# ---- pll_phase_stepper_flat ----
### Track usage over the die, pll_phase_stepper_flat

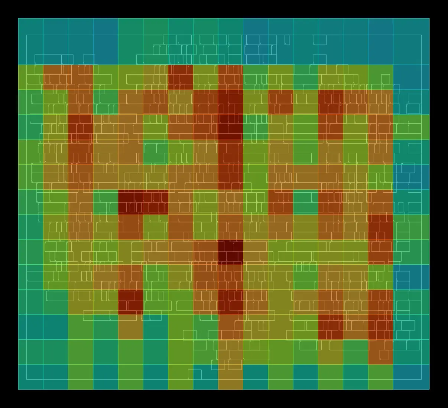

--- config.mk ---
export PLATFORM = sky130hd
export DESIGN_NAME = pll_phase_stepper_flat
export DESIGN_NICKNAME = d
export VERILOG_FILES = /design/src/rtl/pll_ctrl_pkg.sv /design/src/rtl/pll_phase_stepper_if.sv /design/src/rtl/pll_lock_filter.sv /design/src/rtl/pll_phase_stepper.sv /design/src/flat_wrapper.sv
export SDC_FILE = /design/constraint.sdc
export NUM_CORES = 1
export LEC_CHECK = 0
export CORE_ASPECT_RATIO = 0.9
export CORE_MARGIN = 2
export CORE_UTILIZATION = 50
export DETAILED_ROUTE_END_ITERATION = 10
export PLACE_DENSITY = 0.84
export REMOVE_ABC_BUFFERS = 1
export SLEW_MARGIN = 20
export SYNTH_ARGS = -nofsm -noshare
export SYNTH_HDL_FRONTEND = slang
export SYNTH_SLANG_ARGS = --single-unit
--- constraint.sdc ---
create_clock -name clock -period 5.3 [get_ports clock]
set_clock_uncertainty 0.2 [all_clocks]
set_input_delay 0.53 -clock clock [delete_from_list [all_inputs] [get_ports clock]]
set_output_delay 0.53 -clock clock [all_outputs]
set_load 0.02 [all_outputs]
--- src/rtl/pll_ctrl_pkg.sv ---
// Shared types and constants for the ECP5 PLL control companion:
// sequencer states, channel-to-PHASESEL encoding and default timings.
package pll_ctrl_pkg;

  typedef enum logic [2:0] {
    ST_RST_PLL,
    ST_WAIT_LOCK,
    ST_IDLE,
    ST_SETUP,
    ST_STEP,
    ST_HOLD
  } state_e;

  // PHASESEL encodings of the EHXPLLL outputs
  localparam logic [1:0] SEL_CLKOP  = 2'b11;
  localparam logic [1:0] SEL_CLKOS  = 2'b00;
  localparam logic [1:0] SEL_CLKOS2 = 2'b01;
  localparam logic [1:0] SEL_CLKOS3 = 2'b10;

  localparam int unsigned DEF_NUM_CH       = 4;
  localparam int unsigned DEF_PHASE_MOD    = 64;
  localparam int unsigned DEF_PHASE_W      = 8;
  localparam int unsigned DEF_CNT_W        = 8;
  localparam int unsigned DEF_RST_CYCLES   = 16;
  localparam int unsigned DEF_LOCK_FILTER  = 1024;
  localparam int unsigned DEF_LOCK_TIMEOUT = 65536;
  localparam int unsigned DEF_SETUP_CYCLES = 4;
  localparam int unsigned DEF_STEP_LOW     = 4;
  localparam int unsigned DEF_HOLD_CYCLES  = 4;

  function automatic logic [1:0] ch_to_sel(input logic [1:0] ch);
    case (ch)
      2'd0:    return SEL_CLKOP;
      2'd1:    return SEL_CLKOS;
      2'd2:    return SEL_CLKOS2;
      default: return SEL_CLKOS3;
    endcase
  endfunction

endpackage

--- src/rtl/pll_phase_stepper_if.sv ---
// Phase-shift request channel: requester drives the request, the stepper
// answers with ready and a one-cycle error pulse for bad channel numbers.
interface pll_phase_stepper_if #(
  parameter int unsigned CNT_W = pll_ctrl_pkg::DEF_CNT_W
);
  logic             req_valid;
  logic             req_ready;
  logic [1:0]       req_ch;
  logic             req_dir;
  logic [CNT_W-1:0] req_count;
  logic             req_err;

  modport master (
    output req_valid, req_ch, req_dir, req_count,
    input  req_ready, req_err
  );

  modport slave (
    input  req_valid, req_ch, req_dir, req_count,
    output req_ready, req_err
  );
endinterface

--- src/rtl/pll_lock_filter.sv ---
// Synchronises a raw PLL LOCK and qualifies it over LOCK_FILTER consecutive cycles.
// A drop is seen one stage early so locked falls together with the synchronised lock.
module pll_lock_filter import pll_ctrl_pkg::*; #(
  parameter int unsigned LOCK_FILTER = DEF_LOCK_FILTER
) (
  input  logic clock,
  input  logic reset,
  input  logic lock_in,
  output logic locked
);
  localparam int unsigned FCNT_W = $clog2(LOCK_FILTER + 1);

  logic              sync1_q;
  logic              lk_q;
  logic [FCNT_W-1:0] cnt_q;
  logic [FCNT_W-1:0] cnt_d;
  logic              locked_q;

  // Saturating count of consecutive synchronised-lock cycles
  always_comb begin
    cnt_d = cnt_q;
    if (!lk_q) begin
      cnt_d = '0;
    end else if (cnt_q != FCNT_W'(LOCK_FILTER)) begin
      cnt_d = cnt_q + FCNT_W'(1);
    end
  end

  always_ff @(posedge clock) begin
    if (reset) begin
      sync1_q  <= 1'b0;
      lk_q     <= 1'b0;
      cnt_q    <= '0;
      locked_q <= 1'b0;
    end else begin
      sync1_q  <= lock_in;
      lk_q     <= sync1_q;
      cnt_q    <= cnt_d;
      locked_q <= sync1_q && (cnt_d == FCNT_W'(LOCK_FILTER));
    end
  end

  assign locked = locked_q;

endmodule

--- src/rtl/pll_phase_stepper.sv ---
// EHXPLLL companion: PLL reset/lock sequencing, system reset gating and
// queued fine-phase stepping with per-channel phase position tracking.
module pll_phase_stepper import pll_ctrl_pkg::*; #(
  parameter int unsigned NUM_CH       = DEF_NUM_CH,
  parameter int unsigned PHASE_MOD    = DEF_PHASE_MOD,
  parameter int unsigned PHASE_W      = DEF_PHASE_W,
  parameter int unsigned CNT_W        = DEF_CNT_W,
  parameter int unsigned RST_CYCLES   = DEF_RST_CYCLES,
  parameter int unsigned LOCK_FILTER  = DEF_LOCK_FILTER,
  parameter int unsigned LOCK_TIMEOUT = DEF_LOCK_TIMEOUT,
  parameter int unsigned SETUP_CYCLES = DEF_SETUP_CYCLES,
  parameter int unsigned STEP_LOW     = DEF_STEP_LOW,
  parameter int unsigned HOLD_CYCLES  = DEF_HOLD_CYCLES
) (
  input  logic                      clock,
  input  logic                      reset,
  input  logic                      pll_lock_in,
  pll_phase_stepper_if.slave        req,
  output logic                      pll_rst,
  output logic [1:0]                phase_sel,
  output logic                      phase_dir,
  output logic                      phase_step,
  output logic                      locked,
  output logic                      sys_reset,
  output logic                      busy,
  output logic [NUM_CH*PHASE_W-1:0] phase_pos
);
  localparam int unsigned TMR_W = $clog2(LOCK_TIMEOUT) + 1;

  state_e             state_q;
  logic [TMR_W-1:0]   tmr_q;
  logic [CNT_W-1:0]   rem_q;
  logic [1:0]         ch_q;
  logic [PHASE_W-1:0] pos_q [NUM_CH];
  logic               pll_rst_q;
  logic [1:0]         sel_q;
  logic               dir_q;
  logic               step_q;
  logic               ready_q;
  logic               err_q;
  logic               busy_q;
  logic               sys_reset_q;
  logic               lock_ok;

  function automatic logic [PHASE_W-1:0] step_pos(input logic [PHASE_W-1:0] p,
                                                  input logic adv);
    if (adv) return (p == PHASE_W'(PHASE_MOD - 1)) ? '0 : p + PHASE_W'(1);
    return (p == '0) ? PHASE_W'(PHASE_MOD - 1) : p - PHASE_W'(1);
  endfunction

  pll_lock_filter #(.LOCK_FILTER(LOCK_FILTER)) u_lock_filter (
    .clock   (clock),
    .reset   (reset),
    .lock_in (pll_lock_in),
    .locked  (lock_ok)
  );

  always_ff @(posedge clock) begin
    err_q       <= 1'b0;
    sys_reset_q <= !lock_ok;
    if (reset) begin
      state_q     <= ST_RST_PLL;
      tmr_q       <= '0;
      rem_q       <= '0;
      ch_q        <= '0;
      pll_rst_q   <= 1'b1;
      sel_q       <= SEL_CLKOP;
      dir_q       <= 1'b0;
      step_q      <= 1'b1;
      ready_q     <= 1'b0;
      busy_q      <= 1'b0;
      sys_reset_q <= 1'b1;
      for (int i = 0; i < int'(NUM_CH); i++) pos_q[i] <= '0;
    end else if ((state_q inside {ST_IDLE, ST_SETUP, ST_STEP, ST_HOLD}) && !lock_ok) begin
      // PLL reset restores the static phase, so tracked offsets are cleared too
      state_q   <= ST_RST_PLL;
      tmr_q     <= '0;
      pll_rst_q <= 1'b1;
      step_q    <= 1'b1;
      ready_q   <= 1'b0;
      busy_q    <= 1'b0;
      for (int i = 0; i < int'(NUM_CH); i++) pos_q[i] <= '0;
    end else begin
      tmr_q <= tmr_q + TMR_W'(1);
      case (state_q)
        ST_RST_PLL: begin
          if (tmr_q == TMR_W'(RST_CYCLES - 1)) begin
            state_q   <= ST_WAIT_LOCK;
            pll_rst_q <= 1'b0;
            tmr_q     <= '0;
          end
        end
        ST_WAIT_LOCK: begin
          if (lock_ok) begin
            state_q <= ST_IDLE;
            ready_q <= 1'b1;
            tmr_q   <= '0;
          end else if (tmr_q == TMR_W'(LOCK_TIMEOUT - 1)) begin
            state_q   <= ST_RST_PLL;
            pll_rst_q <= 1'b1;
            tmr_q     <= '0;
          end
        end
        ST_IDLE: begin
          tmr_q <= '0;
          if (req.req_valid) begin
            if (32'(req.req_ch) >= NUM_CH) begin
              err_q <= 1'b1;
            end else if (req.req_count != '0) begin
              state_q <= ST_SETUP;
              ready_q <= 1'b0;
              busy_q  <= 1'b1;
              ch_q    <= req.req_ch;
              sel_q   <= ch_to_sel(req.req_ch);
              dir_q   <= req.req_dir;
              rem_q   <= req.req_count;
            end
          end
        end
        ST_SETUP: begin
          if (tmr_q == TMR_W'(SETUP_CYCLES - 1)) begin
            state_q <= ST_STEP;
            step_q  <= 1'b0;
            tmr_q   <= '0;
          end
        end
        ST_STEP: begin
          if (tmr_q == TMR_W'(STEP_LOW - 1)) begin
            state_q <= ST_HOLD;
            step_q  <= 1'b1;
            tmr_q   <= '0;
            for (int i = 0; i < int'(NUM_CH); i++) begin
              if (ch_q == 2'(i)) pos_q[i] <= step_pos(pos_q[i], dir_q);
            end
          end
        end
        ST_HOLD: begin
          if (tmr_q == TMR_W'(HOLD_CYCLES - 1)) begin
            tmr_q <= '0;
            rem_q <= rem_q - CNT_W'(1);
            if (rem_q == CNT_W'(1)) begin
              state_q <= ST_IDLE;
              busy_q  <= 1'b0;
              ready_q <= 1'b1;
            end else begin
              state_q <= ST_STEP;
              step_q  <= 1'b0;
            end
          end
        end
        default: begin
          state_q   <= ST_RST_PLL;
          pll_rst_q <= 1'b1;
          tmr_q     <= '0;
        end
      endcase
    end
  end

  assign req.req_ready = ready_q;
  assign req.req_err   = err_q;
  assign pll_rst       = pll_rst_q;
  assign phase_sel     = sel_q;
  assign phase_dir     = dir_q;
  assign phase_step    = step_q;
  assign locked        = lock_ok;
  assign sys_reset     = sys_reset_q;
  assign busy          = busy_q;

  for (genvar g = 0; g < int'(NUM_CH); g++) begin : g_pos
    assign phase_pos[g*PHASE_W +: PHASE_W] = pos_q[g];
  end

endmodule
--- src/flat_wrapper.sv ---
// flat-port wrapper written by rule: the top's interface ports become plain ports
module pll_phase_stepper_flat import pll_ctrl_pkg::*;
#(
  parameter int unsigned NUM_CH       = DEF_NUM_CH,
  parameter int unsigned PHASE_MOD    = DEF_PHASE_MOD,
  parameter int unsigned PHASE_W      = DEF_PHASE_W,
  parameter int unsigned CNT_W        = DEF_CNT_W,
  parameter int unsigned RST_CYCLES   = DEF_RST_CYCLES,
  parameter int unsigned LOCK_FILTER  = DEF_LOCK_FILTER,
  parameter int unsigned LOCK_TIMEOUT = DEF_LOCK_TIMEOUT,
  parameter int unsigned SETUP_CYCLES = DEF_SETUP_CYCLES,
  parameter int unsigned STEP_LOW     = DEF_STEP_LOW,
  parameter int unsigned HOLD_CYCLES  = DEF_HOLD_CYCLES
)
  (clock, reset, pll_lock_in, pll_rst, phase_sel, phase_dir, phase_step, locked, sys_reset, busy, phase_pos, req_req_valid, req_req_ch, req_req_dir, req_req_count, req_req_ready, req_req_err);
  pll_phase_stepper_if #(.CNT_W(CNT_W)) req_i ();
  input  logic clock;
  input  logic reset;
  input  logic pll_lock_in;
  output logic pll_rst;
  output logic [1:0] phase_sel;
  output logic phase_dir;
  output logic phase_step;
  output logic locked;
  output logic sys_reset;
  output logic busy;
  output logic [NUM_CH*PHASE_W-1:0] phase_pos;
  input wire logic [$bits(req_i.req_valid)-1:0] req_req_valid;
  input wire logic [$bits(req_i.req_ch)-1:0] req_req_ch;
  input wire logic [$bits(req_i.req_dir)-1:0] req_req_dir;
  input wire logic [$bits(req_i.req_count)-1:0] req_req_count;
  output wire logic [$bits(req_i.req_ready)-1:0] req_req_ready;
  output wire logic [$bits(req_i.req_err)-1:0] req_req_err;
  assign req_i.req_valid = req_req_valid;
  assign req_i.req_ch = req_req_ch;
  assign req_i.req_dir = req_req_dir;
  assign req_i.req_count = req_req_count;
  assign req_req_ready = req_i.req_ready;
  assign req_req_err = req_i.req_err;
  pll_phase_stepper #(.NUM_CH(NUM_CH), .PHASE_MOD(PHASE_MOD), .PHASE_W(PHASE_W), .CNT_W(CNT_W), .RST_CYCLES(RST_CYCLES), .LOCK_FILTER(LOCK_FILTER), .LOCK_TIMEOUT(LOCK_TIMEOUT), .SETUP_CYCLES(SETUP_CYCLES), .STEP_LOW(STEP_LOW), .HOLD_CYCLES(HOLD_CYCLES)) u_core (.clock(clock), .reset(reset), .pll_lock_in(pll_lock_in), .req(req_i), .pll_rst(pll_rst), .phase_sel(phase_sel), .phase_dir(phase_dir), .phase_step(phase_step), .locked(locked), .sys_reset(sys_reset), .busy(busy), .phase_pos(phase_pos));
endmodule
# ---- pc_next_unit_flat ----
## src/rtl/pc_next_unit_pkg.sv

```systemverilog
// ============================================================================
// pc_next_unit_pkg : shared processor constants (control word, opcodes, widths)
// Revision 1.0
// ============================================================================
`default_nettype none

package pc_next_unit_pkg;

  localparam int PROC_PC_W = 12;
  localparam int CTRL_W    = 11;
  localparam int IMM_W     = 17;
  localparam int TGT_W     = 27;

  // Control-word bit positions as emitted by the opcode decoder
  localparam int CTRL_BRLT    = 10;
  localparam int CTRL_ALUFUNC = 9;
  localparam int CTRL_RWD2    = 8;
  localparam int CTRL_RWE     = 7;
  localparam int CTRL_RSRC2   = 6;
  localparam int CTRL_ALUINB  = 5;
  localparam int CTRL_ALUOP   = 4;
  localparam int CTRL_DMWE    = 3;
  localparam int CTRL_RWD     = 2;
  localparam int CTRL_BRNE    = 1;
  localparam int CTRL_JP      = 0;

  localparam logic [4:0] OP_ALU  = 5'b00000;
  localparam logic [4:0] OP_J    = 5'b00001;
  localparam logic [4:0] OP_BNE  = 5'b00010;
  localparam logic [4:0] OP_JAL  = 5'b00011;
  localparam logic [4:0] OP_ADDI = 5'b00101;
  localparam logic [4:0] OP_BLT  = 5'b00110;
  localparam logic [4:0] OP_SW   = 5'b00111;
  localparam logic [4:0] OP_LW   = 5'b01000;

  typedef enum logic [0:0] {
    WARMUP = 1'b0,
    RUN    = 1'b1
  } run_state_t;

endpackage

`default_nettype wire

```

## src/rtl/pc_next_unit_if.sv

```systemverilog
// ============================================================================
// pc_next_unit_if : decoder/ALU inputs and fetch-side outputs of the PC stage
// Revision 1.0
// ============================================================================
`default_nettype none

interface pc_next_unit_if
  import pc_next_unit_pkg::*;
#(
  parameter int PC_W  = PROC_PC_W,
  parameter int CNT_W = 32
);

  logic [CTRL_W-1:0] ctrl_sig;
  logic              alu_ne;
  logic              alu_lt;
  logic [IMM_W-1:0]  imm;
  logic [TGT_W-1:0]  target;
  logic              stall;

  logic [PC_W-1:0]   pc;
  logic [PC_W-1:0]   pc_plus1;
  logic [PC_W-1:0]   imem_addr;
  logic              instr_valid;
  logic              branch_taken;
  logic [CNT_W-1:0]  retired;

  modport master (
    output ctrl_sig, alu_ne, alu_lt, imm, target, stall,
    input  pc, pc_plus1, imem_addr, instr_valid, branch_taken, retired
  );

  modport slave (
    input  ctrl_sig, alu_ne, alu_lt, imm, target, stall,
    output pc, pc_plus1, imem_addr, instr_valid, branch_taken, retired
  );

endinterface

`default_nettype wire

```

## src/rtl/pc_next_unit_pc_adder.sv

```systemverilog
// ============================================================================
// pc_adder : pc+1 and pc+1+sext(imm), both wrapped to PC_W bits
// Revision 1.0
// ============================================================================
`default_nettype none

module pc_adder
  import pc_next_unit_pkg::*;
#(
  parameter int PC_W = PROC_PC_W
) (
  input  logic [PC_W-1:0]  pc,
  input  logic [IMM_W-1:0] imm,
  output logic [PC_W-1:0]  pc_plus1,
  output logic [PC_W-1:0]  pc_branch
);

  logic [PC_W-1:0] imm_ext;

  // Sign-extending then truncating to PC_W is the same as taking the low bits
  generate
    if (PC_W < IMM_W) begin : g_trunc
      logic unused_imm_hi;
      assign unused_imm_hi = ^imm[IMM_W-1:PC_W];
      assign imm_ext       = imm[PC_W-1:0];
    end else if (PC_W == IMM_W) begin : g_same
      assign imm_ext = imm;
    end else begin : g_sext
      assign imm_ext = {{(PC_W-IMM_W){imm[IMM_W-1]}}, imm};
    end
  endgenerate

  assign pc_plus1  = PC_W'(pc + PC_W'(1));
  assign pc_branch = PC_W'(pc_plus1 + imm_ext);

endmodule

`default_nettype wire

```

## src/rtl/pc_next_unit.sv

```systemverilog
// ============================================================================
// pc_next_unit : architectural PC, next-fetch address and retired counter
// Revision 1.0
// ============================================================================
`default_nettype none

module pc_next_unit
  import pc_next_unit_pkg::*;
#(
  parameter int PC_W  = PROC_PC_W,
  parameter int CNT_W = 32
) (
  input  logic          clock,
  input  logic          reset,
  pc_next_unit_if.slave bus
);

  run_state_t       state;
  run_state_t       state_nxt;
  logic [PC_W-1:0]  pc_q;
  logic [PC_W-1:0]  next_pc;
  logic [PC_W-1:0]  pc_inc;
  logic [PC_W-1:0]  pc_br;
  logic [CNT_W-1:0] retired_q;
  logic             taken;
  logic             jump;
  logic             br_cond;
  logic             advance;
  logic             unused_ctrl;

  pc_adder #(.PC_W(PC_W)) u_pc_adder (
    .pc        (pc_q),
    .imm       (bus.imm),
    .pc_plus1  (pc_inc),
    .pc_branch (pc_br)
  );

  assign jump    = bus.ctrl_sig[CTRL_JP];
  assign br_cond = (bus.ctrl_sig[CTRL_BRNE] & bus.alu_ne)
                 | (bus.ctrl_sig[CTRL_BRLT] & bus.alu_lt);
  assign advance = (state == RUN) && !bus.stall;

  always_comb begin
    state_nxt = RUN;
    next_pc   = pc_q;
    taken     = 1'b0;
    case (state)
      // Fetch address 0 once more so the imem output matches pc on entry to RUN
      WARMUP: next_pc = '0;
      RUN: begin
        if (bus.stall) begin
          next_pc = pc_q;
        end else if (jump) begin
          next_pc = bus.target[PC_W-1:0];
          taken   = 1'b1;
        end else if (br_cond) begin
          next_pc = pc_br;
          taken   = 1'b1;
        end else begin
          next_pc = pc_inc;
        end
      end
      default: next_pc = '0;
    endcase
  end

  always_ff @(posedge clock or posedge reset) begin
    if (reset) begin
      state     <= WARMUP;
      pc_q      <= '0;
      retired_q <= '0;
    end else begin
      state <= state_nxt;
      pc_q  <= next_pc;
      if (advance) begin
        retired_q <= retired_q + CNT_W'(1);
      end
    end
  end

  assign bus.pc           = pc_q;
  assign bus.pc_plus1     = pc_inc;
  assign bus.imem_addr    = next_pc;
  assign bus.instr_valid  = (state == RUN);
  assign bus.branch_taken = taken;
  assign bus.retired      = retired_q;

  assign unused_ctrl = ^{bus.ctrl_sig[CTRL_ALUFUNC:CTRL_RWD], bus.target[TGT_W-1:PC_W]};

endmodule

`default_nettype wire

```

## src/flat_wrapper.sv

```systemverilog
// flat-port wrapper written by rule: the top's interface ports become plain ports
module pc_next_unit_flat import pc_next_unit_pkg::*;
#(
  parameter int PC_W  = PROC_PC_W,
  parameter int CNT_W = 32
)
  (clock, reset, bus_ctrl_sig, bus_alu_ne, bus_alu_lt, bus_imm, bus_target, bus_stall, bus_pc, bus_pc_plus1, bus_imem_addr, bus_instr_valid, bus_branch_taken, bus_retired);
  pc_next_unit_if #(.PC_W(PC_W), .CNT_W(CNT_W)) bus_i ();
  input  logic clock;
  input  logic reset;
  input wire logic [$bits(bus_i.ctrl_sig)-1:0] bus_ctrl_sig;
  input wire logic [$bits(bus_i.alu_ne)-1:0] bus_alu_ne;
  input wire logic [$bits(bus_i.alu_lt)-1:0] bus_alu_lt;
  input wire logic [$bits(bus_i.imm)-1:0] bus_imm;
  input wire logic [$bits(bus_i.target)-1:0] bus_target;
  input wire logic [$bits(bus_i.stall)-1:0] bus_stall;
  output wire logic [$bits(bus_i.pc)-1:0] bus_pc;
  output wire logic [$bits(bus_i.pc_plus1)-1:0] bus_pc_plus1;
  output wire logic [$bits(bus_i.imem_addr)-1:0] bus_imem_addr;
  output wire logic [$bits(bus_i.instr_valid)-1:0] bus_instr_valid;
  output wire logic [$bits(bus_i.branch_taken)-1:0] bus_branch_taken;
  output wire logic [$bits(bus_i.retired)-1:0] bus_retired;
  assign bus_i.ctrl_sig = bus_ctrl_sig;
  assign bus_i.alu_ne = bus_alu_ne;
  assign bus_i.alu_lt = bus_alu_lt;
  assign bus_i.imm = bus_imm;
  assign bus_i.target = bus_target;
  assign bus_i.stall = bus_stall;
  assign bus_pc = bus_i.pc;
  assign bus_pc_plus1 = bus_i.pc_plus1;
  assign bus_imem_addr = bus_i.imem_addr;
  assign bus_instr_valid = bus_i.instr_valid;
  assign bus_branch_taken = bus_i.branch_taken;
  assign bus_retired = bus_i.retired;
  pc_next_unit #(.PC_W(PC_W), .CNT_W(CNT_W)) u_core (.clock(clock), .reset(reset), .bus(bus_i));
endmodule
```

## config.mk

```make
export PLATFORM = sky130hd
export DESIGN_NAME = pc_next_unit_flat
export DESIGN_NICKNAME = d
export VERILOG_FILES = /design/src/rtl/pc_next_unit_pkg.sv /design/src/rtl/pc_next_unit_if.sv /design/src/rtl/pc_next_unit_pc_adder.sv /design/src/rtl/pc_next_unit.sv /design/src/flat_wrapper.sv
export SDC_FILE = /design/constraint.sdc
export NUM_CORES = 1
export LEC_CHECK = 0
export CAP_MARGIN = 25
export CORE_UTILIZATION = 43
export CTS_CLUSTER_DIAMETER = 120
export CTS_CLUSTER_SIZE = 20
export DETAILED_ROUTE_END_ITERATION = 10
export GPL_ROUTABILITY_DRIVEN = 0
export PLACE_DENSITY = 0.8
export SLEW_MARGIN = 30
export SYNTH_ARGS = -nofsm -noshare
export SYNTH_HDL_FRONTEND = slang
export SYNTH_HIERARCHICAL = 1
export SYNTH_SLANG_ARGS = --single-unit
```

## constraint.sdc

```tcl
create_clock -name clock -period 4 [get_ports clock]
set_clock_uncertainty 0.05 [all_clocks]
set_input_delay 0.8 -clock clock [delete_from_list [all_inputs] [get_ports clock]]
set_output_delay 0.8 -clock clock [all_outputs]
set_load 0.02 [all_outputs]
```

# ---- rx_det_lanes ----
$ cat src/rtl/rx_det_pkg.sv
// Shared types and sizing helpers for the multi-lane receiver-detect block.
package rx_det_pkg;

  localparam int MAX_LANES = 16;

  typedef enum logic [1:0] {
    IDLE,
    ACK,
    MEASURE,
    DONE
  } det_state_e;

  // One counter width serves both the detect window and the EI debounce.
  function automatic int cnt_width(input int det_cycles, input int ei_cycles);
    int m;
    m = (det_cycles > ei_cycles) ? det_cycles : ei_cycles;
    return $clog2(m + 1);
  endfunction

endpackage

$ cat src/rtl/ei_exit_filter.sv
// Per-lane electrical-idle-exit debounce: ei_exit rises after EI_CYCLES
// consecutive non-idle samples, clears on the same edge idle returns.
module ei_exit_filter #(
  parameter int EI_CYCLES = 1000,
  parameter int CNT_W     = 10
) (
  input  logic clk,
  input  logic rst_n,
  input  logic ei_in,
  output logic ei_exit
);

  localparam logic [CNT_W-1:0] SAT = CNT_W'(EI_CYCLES);

  logic [CNT_W-1:0] cnt_q;

  always_ff @(posedge clk or negedge rst_n) begin
    if (!rst_n) begin
      cnt_q   <= '0;
      ei_exit <= 1'b0;
    end else if (ei_in) begin
      cnt_q   <= '0;
      ei_exit <= 1'b0;
    end else if (cnt_q != SAT) begin
      // Saturated count holds ei_exit high without wrapping.
      cnt_q   <= cnt_q + 1'b1;
      ei_exit <= (cnt_q == SAT - 1'b1);
    end
  end

endmodule

$ cat src/rtl/rx_det_lanes.sv
// Multi-lane receiver-detect sequencer with one-deep request queue and
// per-lane EI exit filters. Define RX_DET_RETRY_EN to rerun an empty detect once.
module rx_det_lanes
  import rx_det_pkg::*;
#(
  parameter int LANES      = 4,
  parameter int DET_CYCLES = 1000,
  parameter int EI_CYCLES  = 1000
) (
  input  logic             clk,
  input  logic             rst_n,
  input  logic             det_req,
  input  logic [LANES-1:0] lane_present,
  input  logic [LANES-1:0] ei_in,
  output logic             det_ack,
  output logic             det_done,
  output logic [LANES-1:0] det_lanes,
  output logic             det_any,
  output logic             busy,
  output logic [LANES-1:0] ei_exit
);

  localparam int               CNT_W    = cnt_width(DET_CYCLES, EI_CYCLES);
  localparam logic [CNT_W-1:0] DET_LOAD = CNT_W'(DET_CYCLES - 1);
`ifdef RX_DET_RETRY_EN
  localparam bit RETRY_EN = 1'b1;
`else
  localparam bit RETRY_EN = 1'b0;
`endif

  if (LANES < 1 || LANES > MAX_LANES || DET_CYCLES < 1 || EI_CYCLES < 1) begin : g_param_chk
    $error("rx_det_lanes: illegal LANES/DET_CYCLES/EI_CYCLES");
  end

  det_state_e       state_q, state_d;
  logic [CNT_W-1:0] cnt_q, cnt_d;
  logic             req_q, pend_q, pend_d, retry_q, retry_d;
  logic             req_edge, capture;

  assign req_edge = det_req & ~req_q;

  always_comb begin
    state_d = state_q;
    cnt_d   = cnt_q;
    pend_d  = pend_q;
    retry_d = retry_q;
    capture = 1'b0;
    unique case (state_q)
      IDLE: if (req_edge) begin
        state_d = ACK;
        retry_d = 1'b0;
      end
      ACK: begin
        cnt_d   = DET_LOAD;
        state_d = MEASURE;
        if (req_edge) pend_d = 1'b1;
      end
      MEASURE: begin
        if (req_edge) pend_d = 1'b1;
        if (cnt_q == '0) begin
          capture = 1'b1;
          // An empty first capture reruns the window without a new ack.
          if (RETRY_EN && lane_present == '0 && !retry_q) begin
            retry_d = 1'b1;
            cnt_d   = DET_LOAD;
          end else begin
            state_d = DONE;
          end
        end else begin
          cnt_d = cnt_q - 1'b1;
        end
      end
      DONE: begin
        if (pend_q || req_edge) begin
          pend_d  = 1'b0;
          retry_d = 1'b0;
          state_d = ACK;
        end else begin
          state_d = IDLE;
        end
      end
      default: state_d = IDLE;
    endcase
  end

  // Outputs are registered from the next state so they line up with state_q.
  always_ff @(posedge clk or negedge rst_n) begin
    if (!rst_n) begin
      state_q   <= IDLE;
      cnt_q     <= '0;
      req_q     <= 1'b0;
      pend_q    <= 1'b0;
      retry_q   <= 1'b0;
      det_ack   <= 1'b0;
      det_done  <= 1'b0;
      busy      <= 1'b0;
      det_lanes <= '0;
      det_any   <= 1'b0;
    end else begin
      state_q  <= state_d;
      cnt_q    <= cnt_d;
      req_q    <= det_req;
      pend_q   <= pend_d;
      retry_q  <= retry_d;
      det_ack  <= (state_d == ACK);
      det_done <= (state_d == DONE);
      busy     <= (state_d != IDLE);
      if (capture) begin
        det_lanes <= lane_present;
        det_any   <= |lane_present;
      end
    end
  end

  for (genvar i = 0; i < LANES; i++) begin : g_lane
    ei_exit_filter #(
      .EI_CYCLES(EI_CYCLES),
      .CNT_W    (CNT_W)
    ) u_ei_filt (
      .clk    (clk),
      .rst_n  (rst_n),
      .ei_in  (ei_in[i]),
      .ei_exit(ei_exit[i])
    );
  end

endmodule
$ cat config.mk
export PLATFORM = sky130hd
export DESIGN_NAME = rx_det_lanes
export DESIGN_NICKNAME = d
export VERILOG_FILES = /design/src/rtl/rx_det_pkg.sv /design/src/rtl/ei_exit_filter.sv /design/src/rtl/rx_det_lanes.sv
export SDC_FILE = /design/constraint.sdc
export NUM_CORES = 1
export LEC_CHECK = 0
export ABC_AREA = 0
export CAP_MARGIN = 5
export CORE_MARGIN = 4
export CORE_UTILIZATION = 30
export DETAILED_ROUTE_END_ITERATION = 6
export GPL_TIMING_DRIVEN = 0
export HOLD_SLACK_MARGIN = 0.1
export PLACE_DENSITY = 0.53
export SLEW_MARGIN = 20
export SYNTH_ARGS = -nofsm -noshare
export SYNTH_HDL_FRONTEND = slang
export SYNTH_SLANG_ARGS = --single-unit
$ cat constraint.sdc
create_clock -name clk -period 1.91 [get_ports clk]
set_input_delay 0.382 -clock clk [delete_from_list [all_inputs] [get_ports clk]]
set_output_delay 0.382 -clock clk [all_outputs]
set_load 0.1 [all_outputs]
# ---- data_store_serializer ----
===== config.mk =====
export PLATFORM = sky130hd
export DESIGN_NAME = data_store_serializer
export DESIGN_NICKNAME = d
export VERILOG_FILES = /design/src/rtl/data_store_serializer.sv
export SDC_FILE = /design/constraint.sdc
export NUM_CORES = 1
export LEC_CHECK = 0
export CAP_MARGIN = 20
export CORE_UTILIZATION = 46
export DETAILED_ROUTE_END_ITERATION = 8
export GPL_ROUTABILITY_DRIVEN = 1
export HOLD_SLACK_MARGIN = 0.15
export PLACE_DENSITY = 0.76
export RECOVER_POWER = 100
export SYNTH_ARGS = -nofsm -noshare
export SYNTH_HDL_FRONTEND = slang
export SYNTH_SLANG_ARGS = --single-unit
export TNS_END_PERCENT = 100

===== constraint.sdc =====
create_clock -name Clock -period 2.18 [get_ports Clock]
set_input_delay 0.327 -clock Clock [delete_from_list [all_inputs] [get_ports Clock]]
set_output_delay 0.327 -clock Clock [all_outputs]
set_load 0.02 [all_outputs]

===== src/rtl/data_store_serializer.sv =====
// Serializes a captured 32-bit word into 1/2/4 byte writes at consecutive addresses; N+1 cycles Start-to-Done.
// Backpressure: MemReady low in SEND holds every output unchanged for as long as it stays low.
module data_store_serializer #(
    parameter int ADDR_WIDTH = 16
) (
    input  logic                  Clock,
    input  logic                  Reset,
    input  logic                  Start,
    input  logic [31:0]           Data,
    input  logic [ADDR_WIDTH-1:0] BaseAddr,
    input  logic [1:0]            Size,
    input  logic                  Order,
    input  logic                  MemReady,
    output logic                  MemWr,
    output logic [7:0]            ByteOut,
    output logic [ADDR_WIDTH-1:0] AddrOut,
    output logic                  Busy,
    output logic                  Done
);

    typedef enum logic [1:0] {
        ST_IDLE = 2'd0,
        ST_SEND = 2'd1,
        ST_DONE = 2'd2
    } state_t;

    state_t                  state_q, state_d;
    logic [31:0]             data_q, data_d;
    logic [ADDR_WIDTH-1:0]   base_q, base_d;
    logic [1:0]              last_q, last_d;
    logic                    order_q, order_d;
    logic [1:0]              idx_q, idx_d;
    logic [7:0]              byte_d;
    logic [ADDR_WIDTH-1:0]   addr_d;
    logic                    wr_d;
    logic                    done_d;

    // Index of the final byte, so the width select and the end test share one value.
    function automatic logic [1:0] size_last(input logic [1:0] sz);
        case (sz)
            2'b00:   return 2'd0;
            2'b01:   return 2'd1;
            default: return 2'd3;
        endcase
    endfunction

    // Big-endian mirrors the index within the selected width, not within the full word.
    function automatic logic [7:0] pick_byte(input logic [31:0] w, input logic [1:0] last,
                                             input logic big, input logic [1:0] idx);
        logic [1:0] pos;
        pos = big ? (last - idx) : idx;
        return w[{pos, 3'b000} +: 8];
    endfunction

    always_ff @(posedge Clock) begin
        if (!Reset) state_q <= ST_IDLE;
        else        state_q <= state_d;
    end

    always_comb begin
        state_d = state_q;
        data_d  = data_q;
        base_d  = base_q;
        last_d  = last_q;
        order_d = order_q;
        idx_d   = idx_q;
        byte_d  = ByteOut;
        addr_d  = AddrOut;
        case (state_q)
            ST_IDLE, ST_DONE: begin
                state_d = ST_IDLE;
                if (Start) begin
                    state_d = ST_SEND;
                    data_d  = Data;
                    base_d  = BaseAddr;
                    last_d  = size_last(Size);
                    order_d = Order;
                    idx_d   = 2'd0;
                    byte_d  = pick_byte(Data, size_last(Size), Order, 2'd0);
                    addr_d  = BaseAddr;
                end
            end
            ST_SEND: begin
                if (MemReady) begin
                    if (idx_q == last_q) begin
                        state_d = ST_DONE;
                    end else begin
                        idx_d  = idx_q + 2'd1;
                        byte_d = pick_byte(data_q, last_q, order_q, idx_d);
                        addr_d = base_q + {{(ADDR_WIDTH-2){1'b0}}, idx_d};
                    end
                end
            end
            default: state_d = ST_IDLE;
        endcase
        wr_d   = (state_d == ST_SEND);
        done_d = (state_d == ST_DONE);
    end

    always_ff @(posedge Clock) begin
        if (!Reset) begin
            data_q  <= '0;
            base_q  <= '0;
            last_q  <= '0;
            order_q <= 1'b0;
            idx_q   <= '0;
            MemWr   <= 1'b0;
            Busy    <= 1'b0;
            Done    <= 1'b0;
            ByteOut <= '0;
            AddrOut <= '0;
        end else begin
            data_q  <= data_d;
            base_q  <= base_d;
            last_q  <= last_d;
            order_q <= order_d;
            idx_q   <= idx_d;
            MemWr   <= wr_d;
            Busy    <= wr_d;
            Done    <= done_d;
            ByteOut <= byte_d;
            AddrOut <= addr_d;
        end
    end

endmodule


### Metal 2, pll_phase_stepper_flat

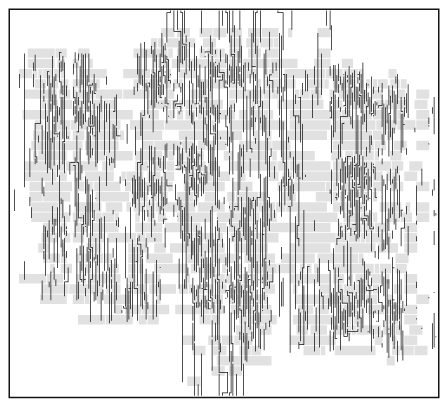
main direction	vertical
share of all routed wire	49%
longest straight run	40.1 um
nets with wire on the layer	600
wire length on this layer	6080 um
total number of vias: 4865
total routed wirelength: 12300 um
routing usage on met2: 0.398

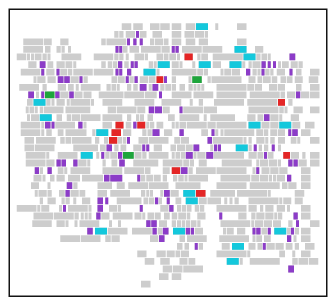
*Gate-type map, pll_phase_stepper_flat*
colour	family	cells
purple	NAND gates	111
green	multiplexers	3
cyan	adder and majority cells	21
red	AND-OR and OR-AND gates	10
fraction of area in multi-input gates: 0.514
most frequent logic cell in the layout: sky130_fd_sc_hd__nor2_1
final non-filler cell total: 825

About 'Track usage over the die' of pll_phase_stepper_flat:
GRT busiest layer: met2
share of the core filled with cells: 0.604

==> summary.txt, pll_phase_stepper_flat <==
run metrics: result of the run finished clean, WP buf/inv 0, Critical path origin u_core.tmr_q[0], post-synthesis sequential area ratio 0.356, FMAX 322 MHz, yosys xor share 0.0990, max-cap violations 0, global-route met3 utilization 0.0370, number of max-slew violations in the final report 0, simple logic cell fraction of the synthesized area 0.295, Detail Route met3 WL 620 um, final net count 727, global placement routability congestion 0.871, post-synthesis cell type with the largest combined area sky130_fd_sc_hd__dfxtp_1, Critical Path Stages 6, number of warnings in the stage logs 37, required time at the worst-slack endpoint 5.10 ns, number of flip-flops under the largest register name 32, post-place instance area 5980 um^2, Boundary Pins 57, residual overflow from global routing 0, Worst setup endpoint u_core.pos_q[3][5], uppermost layer routed met4, leading cell types by total area after synthesis sky130_fd_sc_hd__dfxtp_1 (22%), sky130_fd_sc_hd__edfxtp_1 (13%), sky130_fd_sc_hd__nor2_1 (6.3%), # rows 35, placed cell count 809, worst slew margin relative to its limit 0.454, overall global routing resource usage 0.221, number of buffers on the longest clock path 2, adder-cell share of the synthesized area 0.0487, Hold Vio Cnt, Final 0, detailed router's first-iteration violation count 493, Post-Route Hold Slack 0.271 ns, FFs w/ async S/R, synth 0, depth of the worst register-to-register path 6, power density cells 224 nW/um^2, Synth warnings 0, arrival time of data at the critical path endpoint 2.90 ns, worst reg2reg path startpoint u_core.tmr_q[0], Root Buffer sky130_fd_sc_hd__clkbuf_16, summed area of non-filler cells in the final layout 6260 um^2, fraction of post-synthesis cell area in the top cell type by area 0.223, transition time at the pin with the least slew margin 0.818 ns, Critical-path top delay cell sky130_fd_sc_hd__nor3_1, PostCTS Resize Cnt 0
-- pll_phase_stepper_flat: through the flow --
| stage | total power (W) | util |
|---|---|---|
| 3_5_place_dp | 0.000822 | 0.576 |
| 6_report | 0.00140 | 0.604 |
| 4_1_cts | 0.00141 | 0.604 |
| 3_3_place_gp | 0.000818 | 0.576 |
| 2_1_floorplan | 0.000771 | - |
| 5_1_grt | 0.00145 | 0.604 |
-- pll_phase_stepper_flat: cell type report --
class / instances / area, um^2 / share of cell area
clock buffer: 11 / 253 / 0.0403
clock inverter: 5 / 31.3 / 0.00499
inverter: 27 / 101 / 0.0162
multi-input combinational: 511 / 3220 / 0.514
sequential: 84 / 1920 / 0.307
tap: 129 / 161 / 0.0258
timing repair buffer: 58 / 573 / 0.0915
-- pll_phase_stepper_flat: cells by family (layout without fill, tap and decap cells) --
kind of cell    after synthesis  in the layout
compound gates              123            123
fa+ha+maj                    21             21
buf+inv                      64            101
simple gates                302            302
flops                        84             84
xor+xnor                     61             61
mux                           3              3
other cells                   1              1
-- pll_phase_stepper_flat: report_power, final --
group          switching (W)  internal [W]
combinational      0.0000599     0.0000531
clock               0.000247      0.000343
sequential         0.0000245      0.000673
total               0.000332       0.00107
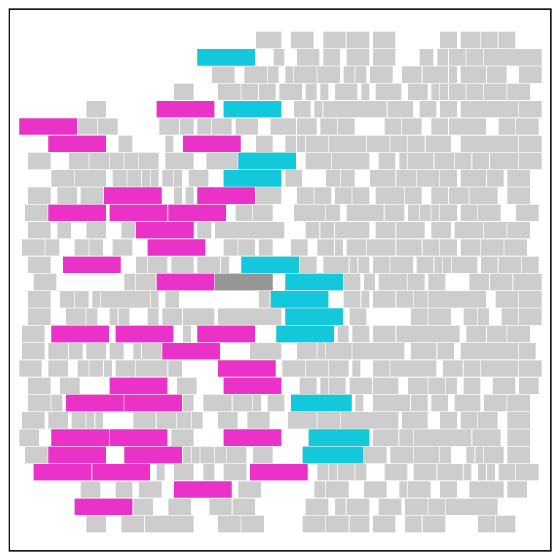
*Where the registers sit, pc_next_unit_flat*
colour	netlist name	placed flops
cyan	u_core/bus.pc	12
magenta	u_core/bus.retired	32
not coloured	1
flip-flop and latch power: 0.000543 W
share of the core filled with cells: 0.759
storage element area: 1130 um^2

==> summary.txt, pc_next_unit_flat <==
run metrics: result of the run finished with violations, violations in the final reports design-rule violations, negative setup slack, pin count of the biggest net entering global routing 46, cts bufs inserted 5, comb area leader simple AND/OR/NAND/NOR gates, Crit Reg-Reg Endpoint u_core/bus.pc[8], Final Cycle Share 1.04, commonest cells in the netlist sky130_fd_sc_hd__dfrtp_1 (45), sky130_fd_sc_hd__xnor2_1 (41), sky130_fd_sc_hd__nand2_1 (28), HPWL Detailed 6360 um, sink count of the clock tree 45, final setup violating endpoints 7, element type at the critical path start flip-flop, RSZ-0062 raised after global routing yes, share of power burned in the clock network 0.226, WP buf/inv 3, clk latency late pin 0.30 ns, depth of the worst register-to-register path 15, FMAX 240 MHz, clock buffer instance count of the final layout 6, simple logic cell fraction of the synthesized area 0.206, layout filler cell count 446, global-route wire length before repair 14000 um, number of remaining DRC errors 9, largest vdd supply drop 0.000261 V, total area of multi-input combinational cells 2000 um^2, Post-Route Hold Slack 0.450 ns, internal cell power 0.00101 W, worst setup slack after layout -0.170 ns
[pc_next_unit_flat: worst reg2reg max path, cell delays in order (launching register included)]
cell and delay, ns:
sky130_fd_sc_hd__dfrtp_2 0.38, sky130_fd_sc_hd__buf_4 0.17, sky130_fd_sc_hd__nand3_2 0.10, sky130_fd_sc_hd__xnor2_2 0.21, sky130_fd_sc_hd__ha_4 0.24, sky130_fd_sc_hd__buf_4 0.14
sky130_fd_sc_hd__o21a_1 0.17, sky130_fd_sc_hd__o31a_1 0.14, sky130_fd_sc_hd__o21a_1 0.23, sky130_fd_sc_hd__o41a_1 0.38, sky130_fd_sc_hd__xor2_1 0.14, sky130_fd_sc_hd__mux2_2 0.26
sky130_fd_sc_hd__mux2i_1 0.13, sky130_fd_sc_hd__o21ai_1 0.10, sky130_fd_sc_hd__buf_4 0.15, sky130_fd_sc_hd__buf_4 0.12
[pc_next_unit_flat: state kept, by name (all words and copies together) (netlist names)]
register	flops
u_core/bus.pc	12
u_core/bus.instr_valid	1
u_core/bus.retired	32
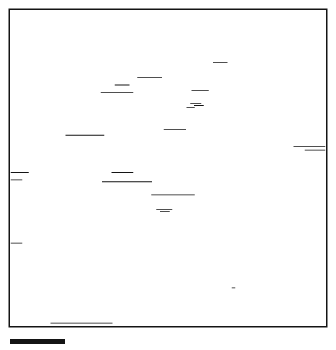
*The metal 3 layer, rx_det_lanes*
The bar under the picture is 20 um long.
share of all routed wire	2.6%
main direction	horizontal
nets with wire on the layer	17
longest straight run	22.3 um
wire length on this layer	173 um
total routed wirelength: 6590 um
global-route met3 utilization: 0.0251
total number of vias: 2685

==> summary.txt, rx_det_lanes <==
run metrics: result of the run finished clean, Post-synth mux share 0.0527, switching power total 0.00130 W, share of power burned in the clock network 0.385, post-synth tally of flip-flops with integrated enable 0, fraction of post-synthesis cell area in the top cell type by area 0.477, Detail Route met3 WL 173 um, vias in the first global route 2601, clock tree from TritonCTS done, comb area leader simple AND/OR/NAND/NOR gates, final routed wire length divided by cell count 12.6 um, layout buffering overhead excluding clock cells 0.0732, Vias per Instance 5.12, fraction of layout instances using a drive strength above 1 0.138, number of well taps 140, max-cap violations 0, storage element area 1650 um^2, fraction of area in multi-input gates 0.410, Final Cycle Share 0.978, final setup violating endpoints 0, sequential share of cell area 0.389, clk latency late pin 0.32 ns, simple logic cell fraction of the synthesized area 0.225, Critical Path Stages 1, Synth warnings 0, area of the core 11100 um^2, DIE HEIGHT 115 um, biggest fanout along the worst timing path 1, WP buf/inv 1, total area of multi-input combinational cells 1740 um^2, PostCTS Resize Cnt 29, required time at the worst-slack endpoint 1.53 ns
rx_det_lanes: cell usage in the layout (no fill, tap or decap), drive strengths merged, types with 2 or more instances in the layout:
cell,netlist,final
a2111oi,3,3
a21oi,21,21
a311oi,3,3
a31oi,3,3
and3,3,3
buf,5,8
clkbuf,6,22
clkdlybuf4s15,0,7
clkdlybuf4s50,0,9
dfrtp,66,66
dlygate4sd2,0,2
ha,14,14
inv,18,18
mux2,10,10
mux2i,7,7
nand2,23,23
nand2b,15,15
nand3,13,13
nand3b,4,4
nand4,8,8
nand4b,3,3
nor2,25,25
nor2b,3,3
nor3,6,6
nor3b,3,3
nor4,5,5
o211ai,2,2
o21ai,14,14
o22ai,2,2
o31ai,9,9
o32ai,2,2
o41ai,2,2
or3,10,10
or3b,3,3
or4,12,12
xnor2,3,3
xor2,7,7
rx_det_lanes: state kept, by name, indices dropped and copies added, names as in the netlist:
name and cells:
req_q 1, det_done 1, det_ack 1, busy 1, g_lane.u_ei_filt.cnt_q 40, pend_q 1, det_lanes 4, state_q 2
cnt_q 10, g_lane.u_ei_filt.ei_exit 4, det_any 1
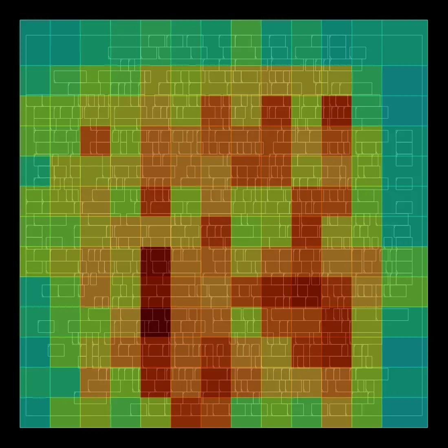
*Track usage over the die, data_store_serializer*
global-route met3 utilization: 0.0390
routing usage on met2: 0.423
final routed wire length divided by cell count: 16.7 um
Global Route met1 Usage: 0.370

==> summary.txt, data_store_serializer <==
run metrics: largest vdd supply drop 0.000426 V, cells along the critical path inv_1, ha_1, mux2i_4, buf_4, and2b_1, a2111oi_1, o21ai_1, a31o_1, length of routed met2 wiring 5140 um, final setup violating endpoints 1, final period demand of the worst path 2.20 ns, WP buf/inv 2, clock transition at the registers of the reported paths 0.08 ns, cts bufs inserted 9, placed cell count 646, violations in the final reports negative setup slack, result of the run finished with violations, critical path endpoint category flip-flop, post-route total power 0.00364 W, met1 wire length 4820 um, flip-flop and latch power 0.00166 W, post-synthesis share of cell area spent on and-or and or-and gates 0.240, worst setup slack after layout -0.0234 ns, highest-power group sequential cells, simple logic cell fraction of the synthesized area 0.227, global placement routability congestion 0.847, Post-Route Hold Slack 0.449 ns, Gate power share 0.189, most frequent logic cell in the layout sky130_fd_sc_hd__nand2_1, sink count of the clock tree 81, arrival time of data at the critical path endpoint 2.45 ns, number of buffers on the longest clock path 2, worst reg2reg path startpoint last_q[0], Vias per Instance 5.78, element type at the critical path start flip-flop, Final Cycle Share 1.01, yosys xor share 0.0363
[data_store_serializer: worst min path at each step]
stage / from / to / slack, ns / depth (start not counted)
floorplan: data_q[0] / data_q[0] / 0.43 / 2
global placement: data_q[4] / data_q[4] / 0.44 / 2
CTS: AddrOut[9] / AddrOut[9] / 0.46 / 2
detailed placement: AddrOut[9] / AddrOut[9] / 0.44 / 2
global route: data_q[6] / data_q[6] / 0.47 / 2
finish: AddrOut[9] / AddrOut[9] / 0.45 / 2
[data_store_serializer: metrics by stage]
stage | util | TNS [ns] | area, um^2
floorplan | - | 0 | 3830
global placement | 0.610 | 0 | 4810
detailed placement | 0.610 | -0.264 | 4810
CTS | 0.641 | 0 | 5060
global route | 0.645 | -0.146 | 5090
finish | 0.645 | -0.0234 | 5090
[data_store_serializer: layout make-up]
class,instances,area (um^2),share of cell area
clock buffer,11,151,0.0298
clock inverter,5,86.3,0.0170
inverter,3,11.3,0.00221
multi-input combinational,355,2090,0.410
sequential,81,1620,0.319
tap,102,128,0.0251
timing repair buffer,107,1000,0.197


==> notes/layouts.md <==
Pictures saved along the way, in no particular order.

Gate-type map.
picture 1
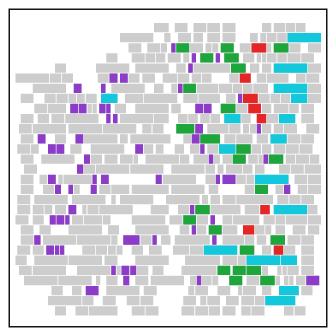
picture 2
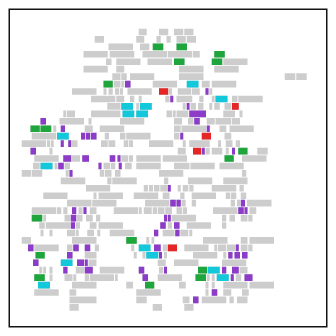
picture 3
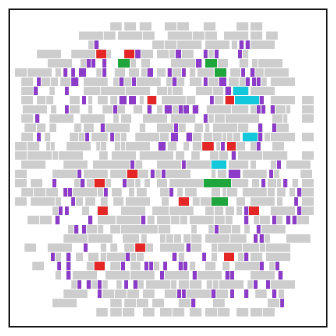
For data_store_serializer, see picture 3.
For pc_next_unit_flat, see picture 1.
For rx_det_lanes, see picture 2.

Key to picture 1:
colour	family	cells
red	AND-OR and OR-AND gates	8
cyan	adder and majority cells	16
green	multiplexers	24
purple	NAND gates	62

Power and IR drop assume default switching activity.
